==================== clock_gate_ctrl
==> clock_gate_ctrl/io_placement.png <==
Scale: 3 px per µm. Pins as bars across the die edge, other pins in gray.
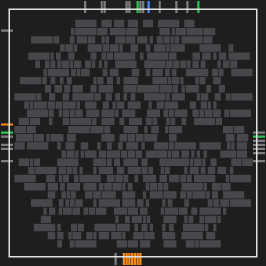
==> clock_gate_ctrl/io_fan.png <==
Scale: 4 px per µm.
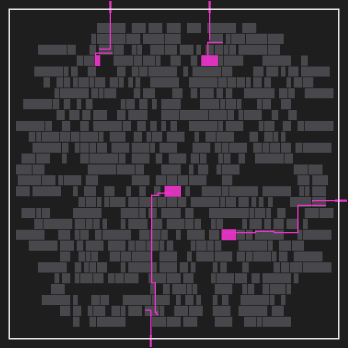
==> clock_gate_ctrl/congestion.png <==
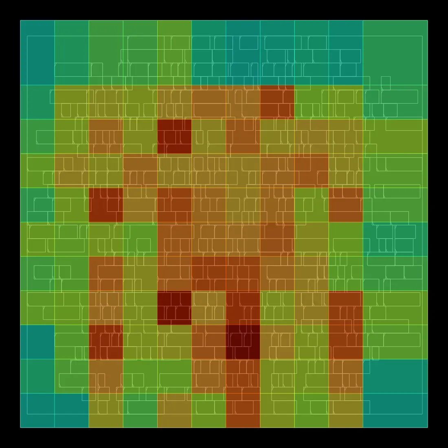
### src/rtl/clock_gate_ctrl.sv
// Multi-channel clock-gating controller: per-channel idle hysteresis, quiesce
// handshake with the downstream unit, and a glitch-free latch-based clock gate.
module clock_gate_ctrl #(
   parameter int unsigned NCH    = 4,
   parameter int unsigned CNT_W  = 8,
   parameter bit          BYPASS = 1'b0
) (
   input  logic             clk_i,
   input  logic             rst_i,
   input  logic             test_en_i,
   input  logic [CNT_W-1:0] idle_cycles_i,
   input  logic [NCH-1:0]   allow_gate_i,
   input  logic [NCH-1:0]   busy_i,
   input  logic [NCH-1:0]   quiesce_ack_i,
   output logic [NCH-1:0]   quiesce_req_o,
   output logic [NCH-1:0]   en_o,
   output logic [NCH-1:0]   clk_o
);

   localparam logic [CNT_W-1:0] CNT_MAX = '1;

   typedef enum logic [1:0] {
      ST_ON      = 2'd0,
      ST_COUNT   = 2'd1,
      ST_QUIESCE = 2'd2,
      ST_OFF     = 2'd3
   } state_t;

   for (genvar i = 0; i < NCH; i++) begin : g_ch
      state_t           state;
      state_t           state_nxt;
      logic [CNT_W-1:0] cnt;
      logic [CNT_W-1:0] cnt_nxt;
      logic             en;
      logic             req;
      logic             en_nxt;
      logic             req_nxt;
      logic             wake;

      assign wake = busy_i[i] | ~allow_gate_i[i] | test_en_i;

      // State, idle counter and registered outputs
      always_ff @(posedge clk_i) begin
         if (rst_i) begin
            state <= ST_ON;
            cnt   <= '0;
            en    <= 1'b1;
            req   <= 1'b0;
         end else begin
            state <= state_nxt;
            cnt   <= cnt_nxt;
            en    <= en_nxt;
            req   <= req_nxt;
         end
      end

      // Next state; any wake cause wins over counting and over a pending ack
      always_comb begin
         state_nxt = state;
         cnt_nxt   = cnt;
         unique case (state)
            ST_ON: begin
               if (wake) begin
                  cnt_nxt = '0;
               end else if (idle_cycles_i == '0) begin
                  state_nxt = ST_QUIESCE;
               end else begin
                  state_nxt = ST_COUNT;
                  cnt_nxt   = CNT_W'(1);
               end
            end
            ST_COUNT: begin
               if (wake) begin
                  state_nxt = ST_ON;
                  cnt_nxt   = '0;
               end else if (cnt >= idle_cycles_i) begin
                  state_nxt = ST_QUIESCE;
               end else if (cnt != CNT_MAX) begin
                  cnt_nxt = cnt + CNT_W'(1);
               end
            end
            ST_QUIESCE: begin
               if (wake) begin
                  state_nxt = ST_ON;
                  cnt_nxt   = '0;
               end else if (quiesce_ack_i[i]) begin
                  state_nxt = ST_OFF;
               end
            end
            ST_OFF: begin
               if (wake) begin
                  state_nxt = ST_ON;
                  cnt_nxt   = '0;
               end
            end
            default: begin
               state_nxt = ST_ON;
               cnt_nxt   = '0;
            end
         endcase
      end

      // Output decode from the next state so en_o/quiesce_req_o come straight from flops
      always_comb begin
         en_nxt  = 1'b1;
         req_nxt = 1'b0;
         unique case (state_nxt)
            ST_QUIESCE: req_nxt = 1'b1;
            ST_OFF:     en_nxt  = 1'b0;
            default: begin
               en_nxt  = 1'b1;
               req_nxt = 1'b0;
            end
         endcase
      end

      assign en_o[i]          = en;
      assign quiesce_req_o[i] = req;

      if (BYPASS) begin : g_bypass
         assign clk_o[i] = clk_i;
      end else begin : g_gate
         logic en_lat;

         // Latch closed while clk_i is high so enable changes land on whole cycles
         always_latch begin
            if (!clk_i) en_lat <= en;
         end

         assign clk_o[i] = clk_i & en_lat;
      end
   end

endmodule

### config.mk
export PLATFORM = sky130hd
export DESIGN_NAME = clock_gate_ctrl
export DESIGN_NICKNAME = d
export VERILOG_FILES = /design/src/rtl/clock_gate_ctrl.sv
export SDC_FILE = /design/constraint.sdc
export NUM_CORES = 1
export LEC_CHECK = 0
export CORE_UTILIZATION = 50
export DETAILED_ROUTE_END_ITERATION = 7
export PLACE_DENSITY_LB_ADDON = 0.15
export SYNTH_ARGS = -nofsm -noshare
export SYNTH_HDL_FRONTEND = slang
export SYNTH_SLANG_ARGS = --single-unit
### constraint.sdc
create_clock -name clk_i -period 2.7 [get_ports clk_i]
set_clock_uncertainty 0.1 [all_clocks]
set_input_delay 0.27 -clock clk_i [delete_from_list [all_inputs] [get_ports clk_i]]
set_output_delay 0.27 -clock clk_i [all_outputs]
set_load 0.03 [all_outputs]
==> flow_summary.ini <==
; flow metrics
[outcome]
run_status = finished, violations left
failing_checks = setup timing

[logic_synthesis]
asyncSetResetFlopFracSynth_pct = 0
yosys.area.top_type_share_pct = 30.0
yosys_cells = 387
post_synth_xor_area_fraction_pct = 1.91
synthSimpleGateAreaFrac_pct = 27.6

[global_routing]
grt_start_max_net_pins = 15
initial_antenna_violation_count = 0
grt_util_all_layers_pct = 25.7

[final_timing]
timing_max_transition_violations_final = 0
setup_repair_after_global_routing_missed_its_margin = true
final_hold_viol_count = 0
final-setup-viol-count = 8
postLayoutSetupSlackWorst_ps = -88.8

[run]
maxCapViolations = 0

[floorplan]
coreArea_mm2 = 0.00606

[worst_setup_path]
critical_path_required_ps = 2330
critical_path_class = latch to output pin
timing.critical_path.slowest_cell_delay_ps = 400
critical_path_arrival_ps = 2420
setup.worst_path.end_class = output pin

[power]
leakage_nw = 1.59
netsw_mw = 0.561
main_power_group = the clock network
comb_power_share_pct = 6.9
p_clk_mw = 1.03
worst_ir_drop_vdd_mv = 0.533

[min_path]
hold_class = flop to latch

[finish]
area_added_between_synthesis_and_finish_pct = 20.5
top_layout_cells = sky130_fd_sc_hd__dfxtp_1 (48), sky130_fd_sc_hd__nand2_1 (37), sky130_fd_sc_hd__nor2_1 (36), sky130_fd_sc_hd__ha_1 (36), sky130_fd_sc_hd__clkdlybuf4s50_1 (30)
top_regs = g_ch.cnt: 32 flops, g_ch.state: 8 flops
filler_cell_count = 533
share_of_layout_cells_above_drive_strength_1_pct = 11.1
design_area_mm2 = 0.00386
top_register = g_ch.cnt
finalNetCount = 497

[routing]
postRouteAntennaNets = 0
postRouteWirelength_mm = 7.62
detail_route.first_pass.iterations = 4

[placement]
routabilityCongestion = 0.872
About clock_gate_ctrl/io_placement.png:
test_en_i: in blue, pins 1, direction input, edge top. idle_cycles_i: in orange, pins 8, direction input, edge 7 bottom, 1 left. clk_o: in green, pins 4, direction output, edge 2 top, 1 right, 1 left.
All pins by edge: 13 top, 8 bottom, 7 right, 7 left.
die y size: 82.0 µm
width of the chip: 82.0 µm
Buffers on Ports: 34

About clock_gate_ctrl/io_fan.png:
quiesce_ack_i: in magenta, bits 4, direction input, end cells 4, buffers 4, wire 120 µm.
number of ports placed on the die boundary: 35

About clock_gate_ctrl/congestion.png:
fraction of met3 tracks used by global routing: 6.56%
met2 usage in global routing: 40.2%
layer carrying the most global-route usage: met2
Avg WL per Cell: 14.8 µm
routing usage on met1: 32.0%

## cell type report
class	count	area [µm²]	share of cell area [%]
well taps	75	93.8	2.43
clock buffers	17	194	5.03
inverters	19	71.3	1.85
flip-flops and latches	52	1020	26.5
repair buffers	47	428	11.1
multi-input cells	305	2050	53.1
## path summary, 6_finish.rpt
kind | startpoint | endpoint | slack (ps) | depth (start not counted)
worst max-delay path | g_ch[0].g_gate.en_lat | clk_o[0] | -90 | 2
worst min-delay path | g_ch[3].en | g_ch[3].g_gate.en_lat | 320 | 0
worst max register to register | g_ch[1].cnt[0] | g_ch[1].cnt[2] | 350 | 8
worst min register to register | g_ch[3].en | g_ch[3].g_gate.en_lat | 320 | 0
## logic make-up after synthesis
family	Yosys count
xor+xnor	7
latches	4
fa+ha+maj	36
flops	48
buf+inv	30
compound gates	84
simple gates	171
mux	7
## stage by stage
step / hold slack (ps) / instances / worst slack (ps)
after detailed placement: 292 / 502 / -153
after global placement: 287 / 502 / -144
after global routing: 327 / 515 / -134
after floorplan: 285 / 387 / 327
after CTS: 318 / 515 / -96.3
final: 318 / 515 / -88.8

==================== mem_arbiter
==> mem_arbiter/layer_met2.png <==
Scale: 1.5 px per µm.
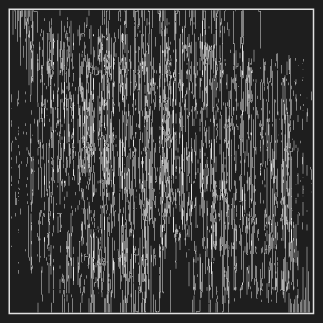
**config.mk**
```make
export PLATFORM = sky130hd
export DESIGN_NAME = mem_arbiter
export DESIGN_NICKNAME = d
export VERILOG_FILES = /design/src/rtl/mem_arbiter.sv
export SDC_FILE = /design/constraint.sdc
export NUM_CORES = 1
export LEC_CHECK = 0
export CELL_PAD_IN_SITES_DETAIL_PLACEMENT = 1
export CELL_PAD_IN_SITES_GLOBAL_PLACEMENT = 2
export CORE_MARGIN = 3
export CORE_UTILIZATION = 28
export CTS_CLUSTER_DIAMETER = 100
export DETAILED_ROUTE_END_ITERATION = 6
export GPL_TIMING_DRIVEN = 0
export PLACE_DENSITY_LB_ADDON = 0.1
export SETUP_SLACK_MARGIN = 0.15
export SYNTH_ARGS = -nofsm -noshare
export SYNTH_HDL_FRONTEND = slang
export SYNTH_SLANG_ARGS = --single-unit
```
**constraint.sdc**
```tcl
create_clock -name clk -period 2.7 [get_ports clk]
set_input_delay 0.405 -clock clk [delete_from_list [all_inputs] [get_ports clk]]
set_output_delay 0.405 -clock clk [all_outputs]
set_load 0.01 [all_outputs]
```
**src/rtl/mem_arbiter.sv**
```systemverilog
`default_nettype none
// ============================================================================
// Module   : mem_arbiter
// Purpose  : Shares one byte-wide RAM port between instruction fetch (IF) and
//            the load/store stage (MEM). Each 1/2/4-byte access is broken into
//            per-byte RAM cycles and finished with a one-cycle done pulse.
// Revision : 1.0 - initial release
// ============================================================================
module mem_arbiter #(
    parameter int ADDR_W = 32
) (
    input  logic              clk,
    input  logic              rst,
    input  logic              rdy,
    input  logic              if_req,
    input  logic [ADDR_W-1:0] if_addr,
    output logic              if_done,
    output logic [31:0]       if_data,
    input  logic              mem_req,
    input  logic              mem_we,
    input  logic [1:0]        mem_len,
    input  logic [ADDR_W-1:0] mem_addr,
    input  logic [31:0]       mem_wdata,
    output logic              mem_done,
    output logic [31:0]       mem_rdata,
    input  logic [7:0]        ram_din,
    output logic [7:0]        ram_dout,
    output logic [ADDR_W-1:0] ram_a,
    output logic              ram_wr
);

    typedef enum logic [1:0] {
        IDLE   = 2'd0,
        IF_RD  = 2'd1,
        MEM_RD = 2'd2,
        MEM_WR = 2'd3
    } state_t;

    state_t            state;
    state_t            state_n;

    // Latched request and datapath registers
    logic [ADDR_W-1:0] base_addr;
    logic [31:0]       wdata_q;
    logic [1:0]        last_idx;     // index of the final byte (N-1)
    logic [1:0]        cnt;          // byte index currently driven on ram_a_q
    logic [1:0]        cap;          // byte index expected next on ram_din
    logic [31:0]       data_q;       // bytes captured so far
    logic [ADDR_W-1:0] ram_a_q;
    logic [7:0]        ram_dout_q;
    logic              ram_wr_q;
    logic              if_done_q;
    logic              mem_done_q;

    // Tracks which byte index the RAM saw last cycle; it follows the RAM's
    // one-cycle read latency, which keeps running while rdy is low.
    logic              prev_vld;
    logic [1:0]        prev_idx;

    // Control strobes
    logic              is_rd;
    logic              din_hit;
    logic              capture;
    logic              redo;
    logic              grant_mem;
    logic              grant_if;
    logic              step;
    logic              finish;
    logic              busy_done;
    logic [1:0]        next_idx;
    logic [1:0]        grant_last;
    logic [31:0]       assembled;

    assign is_rd     = (state == IF_RD) || (state == MEM_RD);
    assign din_hit   = prev_vld && (prev_idx == cap);
    assign capture   = rdy && is_rd && din_hit;
    // The byte we are waiting for was read while frozen: ask for it again.
    assign redo      = rdy && is_rd && !din_hit && (cap != cnt);
    assign busy_done = if_done_q || mem_done_q;
    assign next_idx  = cnt + 2'd1;

    assign grant_last = grant_if ? 2'd3 :
                        (mem_len == 2'b00) ? 2'd0 :
                        (mem_len == 2'b01) ? 2'd1 : 2'd3;

    assign ram_a    = redo ? (base_addr + ADDR_W'(cap)) : ram_a_q;
    assign ram_dout = ram_dout_q;
    assign ram_wr   = ram_wr_q && rdy;
    assign if_done  = if_done_q && rdy;
    assign mem_done = mem_done_q && rdy;

    // Merge the byte arriving on ram_din into the partially captured word
    always_comb begin
        assembled = data_q;
        assembled[{cap, 3'b000} +: 8] = ram_din;
    end

    // State register
    always_ff @(posedge clk) begin
        if (!rst) begin
            state <= IDLE;
        end else if (rdy) begin
            state <= state_n;
        end
    end

    // Next-state logic and per-cycle control strobes
    always_comb begin
        state_n   = state;
        grant_mem = 1'b0;
        grant_if  = 1'b0;
        step      = 1'b0;
        finish    = 1'b0;
        case (state)
            IDLE: begin
                // A done cycle is a turnaround: requests are not looked at.
                if (!busy_done) begin
                    if (mem_req) begin
                        grant_mem = 1'b1;
                        state_n   = mem_we ? MEM_WR : MEM_RD;
                    end else if (if_req) begin
                        grant_if  = 1'b1;
                        state_n   = IF_RD;
                    end
                end
            end
            IF_RD, MEM_RD: begin
                if ((state == IF_RD) && !if_req) begin
                    state_n = IDLE;
                end else if (capture && (cap == last_idx)) begin
                    finish  = 1'b1;
                    state_n = IDLE;
                end else if (!redo && (cnt != last_idx)) begin
                    step = 1'b1;
                end
            end
            MEM_WR: begin
                if (cnt == last_idx) begin
                    finish  = 1'b1;
                    state_n = IDLE;
                end else begin
                    step = 1'b1;
                end
            end
            default: state_n = IDLE;
        endcase
    end

    // Datapath: request latching, address/data sequencing, capture, done
    always_ff @(posedge clk) begin
        if (!rst) begin
            base_addr  <= '0;
            wdata_q    <= '0;
            last_idx   <= '0;
            cnt        <= '0;
            cap        <= '0;
            data_q     <= '0;
            ram_a_q    <= '0;
            ram_dout_q <= '0;
            ram_wr_q   <= 1'b0;
            if_done_q  <= 1'b0;
            mem_done_q <= 1'b0;
            if_data    <= '0;
            mem_rdata  <= '0;
            prev_vld   <= 1'b0;
            prev_idx   <= '0;
        end else begin
            prev_vld <= is_rd;
            prev_idx <= redo ? cap : cnt;
            if (rdy) begin
                if_done_q  <= 1'b0;
                mem_done_q <= 1'b0;
                if (grant_mem || grant_if) begin
                    base_addr <= grant_mem ? mem_addr : if_addr;
                    ram_a_q   <= grant_mem ? mem_addr : if_addr;
                    wdata_q   <= mem_wdata;
                    last_idx  <= grant_last;
                    cnt       <= '0;
                    cap       <= '0;
                    data_q    <= '0;
                    if (grant_mem && mem_we) begin
                        ram_wr_q   <= 1'b1;
                        ram_dout_q <= mem_wdata[7:0];
                    end
                end
                if (capture) begin
                    data_q[{cap, 3'b000} +: 8] <= ram_din;
                    cap <= cap + 2'd1;
                end
                if (step) begin
                    cnt     <= next_idx;
                    ram_a_q <= base_addr + ADDR_W'(next_idx);
                    if (state == MEM_WR) begin
                        ram_dout_q <= wdata_q[{next_idx, 3'b000} +: 8];
                    end
                end
                if (finish) begin
                    ram_wr_q <= 1'b0;
                    if (state == IF_RD) begin
                        if_done_q <= 1'b1;
                        if_data   <= assembled;
                    end else begin
                        mem_done_q <= 1'b1;
                        if (state == MEM_RD) begin
                            mem_rdata <= assembled;
                        end
                    end
                end
            end
        end
    end

endmodule
`default_nettype wire

```
==> flow_summary.ini <==
; flow metrics
[final_timing]
fin_worst_skew_ps = 11.5
postLayoutSetupSlackWorst_ps = -619
max_slew_margin_pct = 41.5
setup_repair_after_global_routing_missed_its_margin = true
max_freq_mhz = 301
final-setup-viol-count = 44
crit_share_post_route_pct = 123

[finish]
n_antenna_cell = 0
comb_area_mm2 = 0.00665
layout.clock.cell_area_share_pct = 5.29
final.clkbuf_count = 42
layout_top_cell_excl_fill_tap = sky130_fd_sc_hd__dfxtp_1
share_of_layout_cells_above_drive_strength_1_pct = 27.2

[logic_synthesis]
yosys_cells = 1257
netlist.top_cell.by_area = sky130_fd_sc_hd__dfxtp_1
synth-area-yosys_mm2 = 0.0107
asyncSetResetFlopFracSynth_pct = 0
synth_cells = 1257

[routing]
drt_drc = 0

[global_routing]
grt_pass1_wl_mm = 65.5
grt_pass1_vias = 10900
initial_antenna_violation_count = 0
grt_start_max_net_pins = 14
grt_util_all_layers_pct = 20.3

[clock_network]
clock_sinks = 214

[floorplan]
floorplan.initialDensity_pct = 28.5
tap_cells = 511
top_level_ports = 219

[worst_setup_path]
worst-r2r-setup-slack_ps = -20
critPathBufInv = 3
critical_path_required_ps = 2300
timing.critical_path.slowest_cell_delay_ps = 370
r2r_cells = 15

[outcome]
failing_checks = setup timing
run_status = finished, violations left

[min_path]
hold_class = input pin to flop
min_from = rdy

[placement]
detail_placement_hpwl_mm = 30.6
placement.io_buffers = 208

[power]
worst_ir_drop_vdd_mv = 0.444
Notes on mem_arbiter/layer_met2.png above:
The longest straight run is 75.8 µm. The layer holds 50% of the routed length. The layer carries 22.0 mm of wire. The wires run mostly vertical. 1,496 nets have wire on it.
routed via count: 10.5k
met2 usage in global routing: 36.2%
DRT Wirelength: 43.7 mm

report_power, final:
| group | internal, mW | leakage (nW) | switching [mW] |
|---|---|---|---|
| sequential | 3.36 | 1.75 | 0.138 |
| combinational | 0.832 | 3.88 | 1.11 |
| clock | 2.14 | 0.433 | 1.43 |
repair_timing:
item,in CTS,in global routing
cloned,0,5
setup endpoints to repair,226,174
resized,335,181
hold buffers,0,0
buffers inserted,57,37
pin swaps,35,51
through the flow:
| stage | total power [mW] | worst slack, ps | cells | instance area, µm² |
|---|---|---|---|---|
| after floorplan | 4.51 | 67.2 | 1257 | 10800 |
| after global placement | 5.23 | -988 | 1976 | 13500 |
| after detailed placement | 5.26 | -994 | 1976 | 13500 |
| after CTS | 8.95 | -603 | 2081 | 15400 |
| after global routing | 9.43 | -747 | 2123 | 16500 |
| final | 9.00 | -619 | 2123 | 16500 |
logic make-up after synthesis:
kind of cell,count (synthesis)
adders and majority gates,16
xor gates and xnor gates,68
AOI/OAI and AO/OA,306
buffers and inverters,137
DFF,214
muxes,46
and+or+nand+nor,470


==> layout pictures side by side <==
Signal wires by layer.
Plate I
Scale: 2 px per µm.
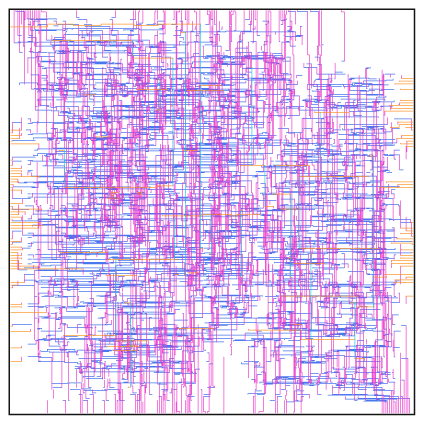
Plate II
Scale: 4 px per µm.
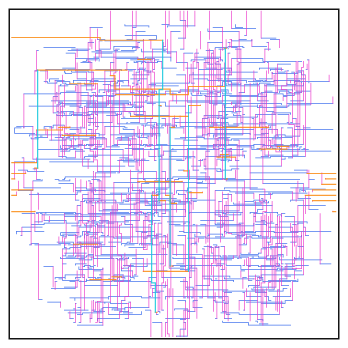
The one with the largest die is Plate I.
mem_arbiter -> Plate I
clock_gate_ctrl -> Plate II

Power figures rest on the tool's default switching activity, not on a simulated workload.
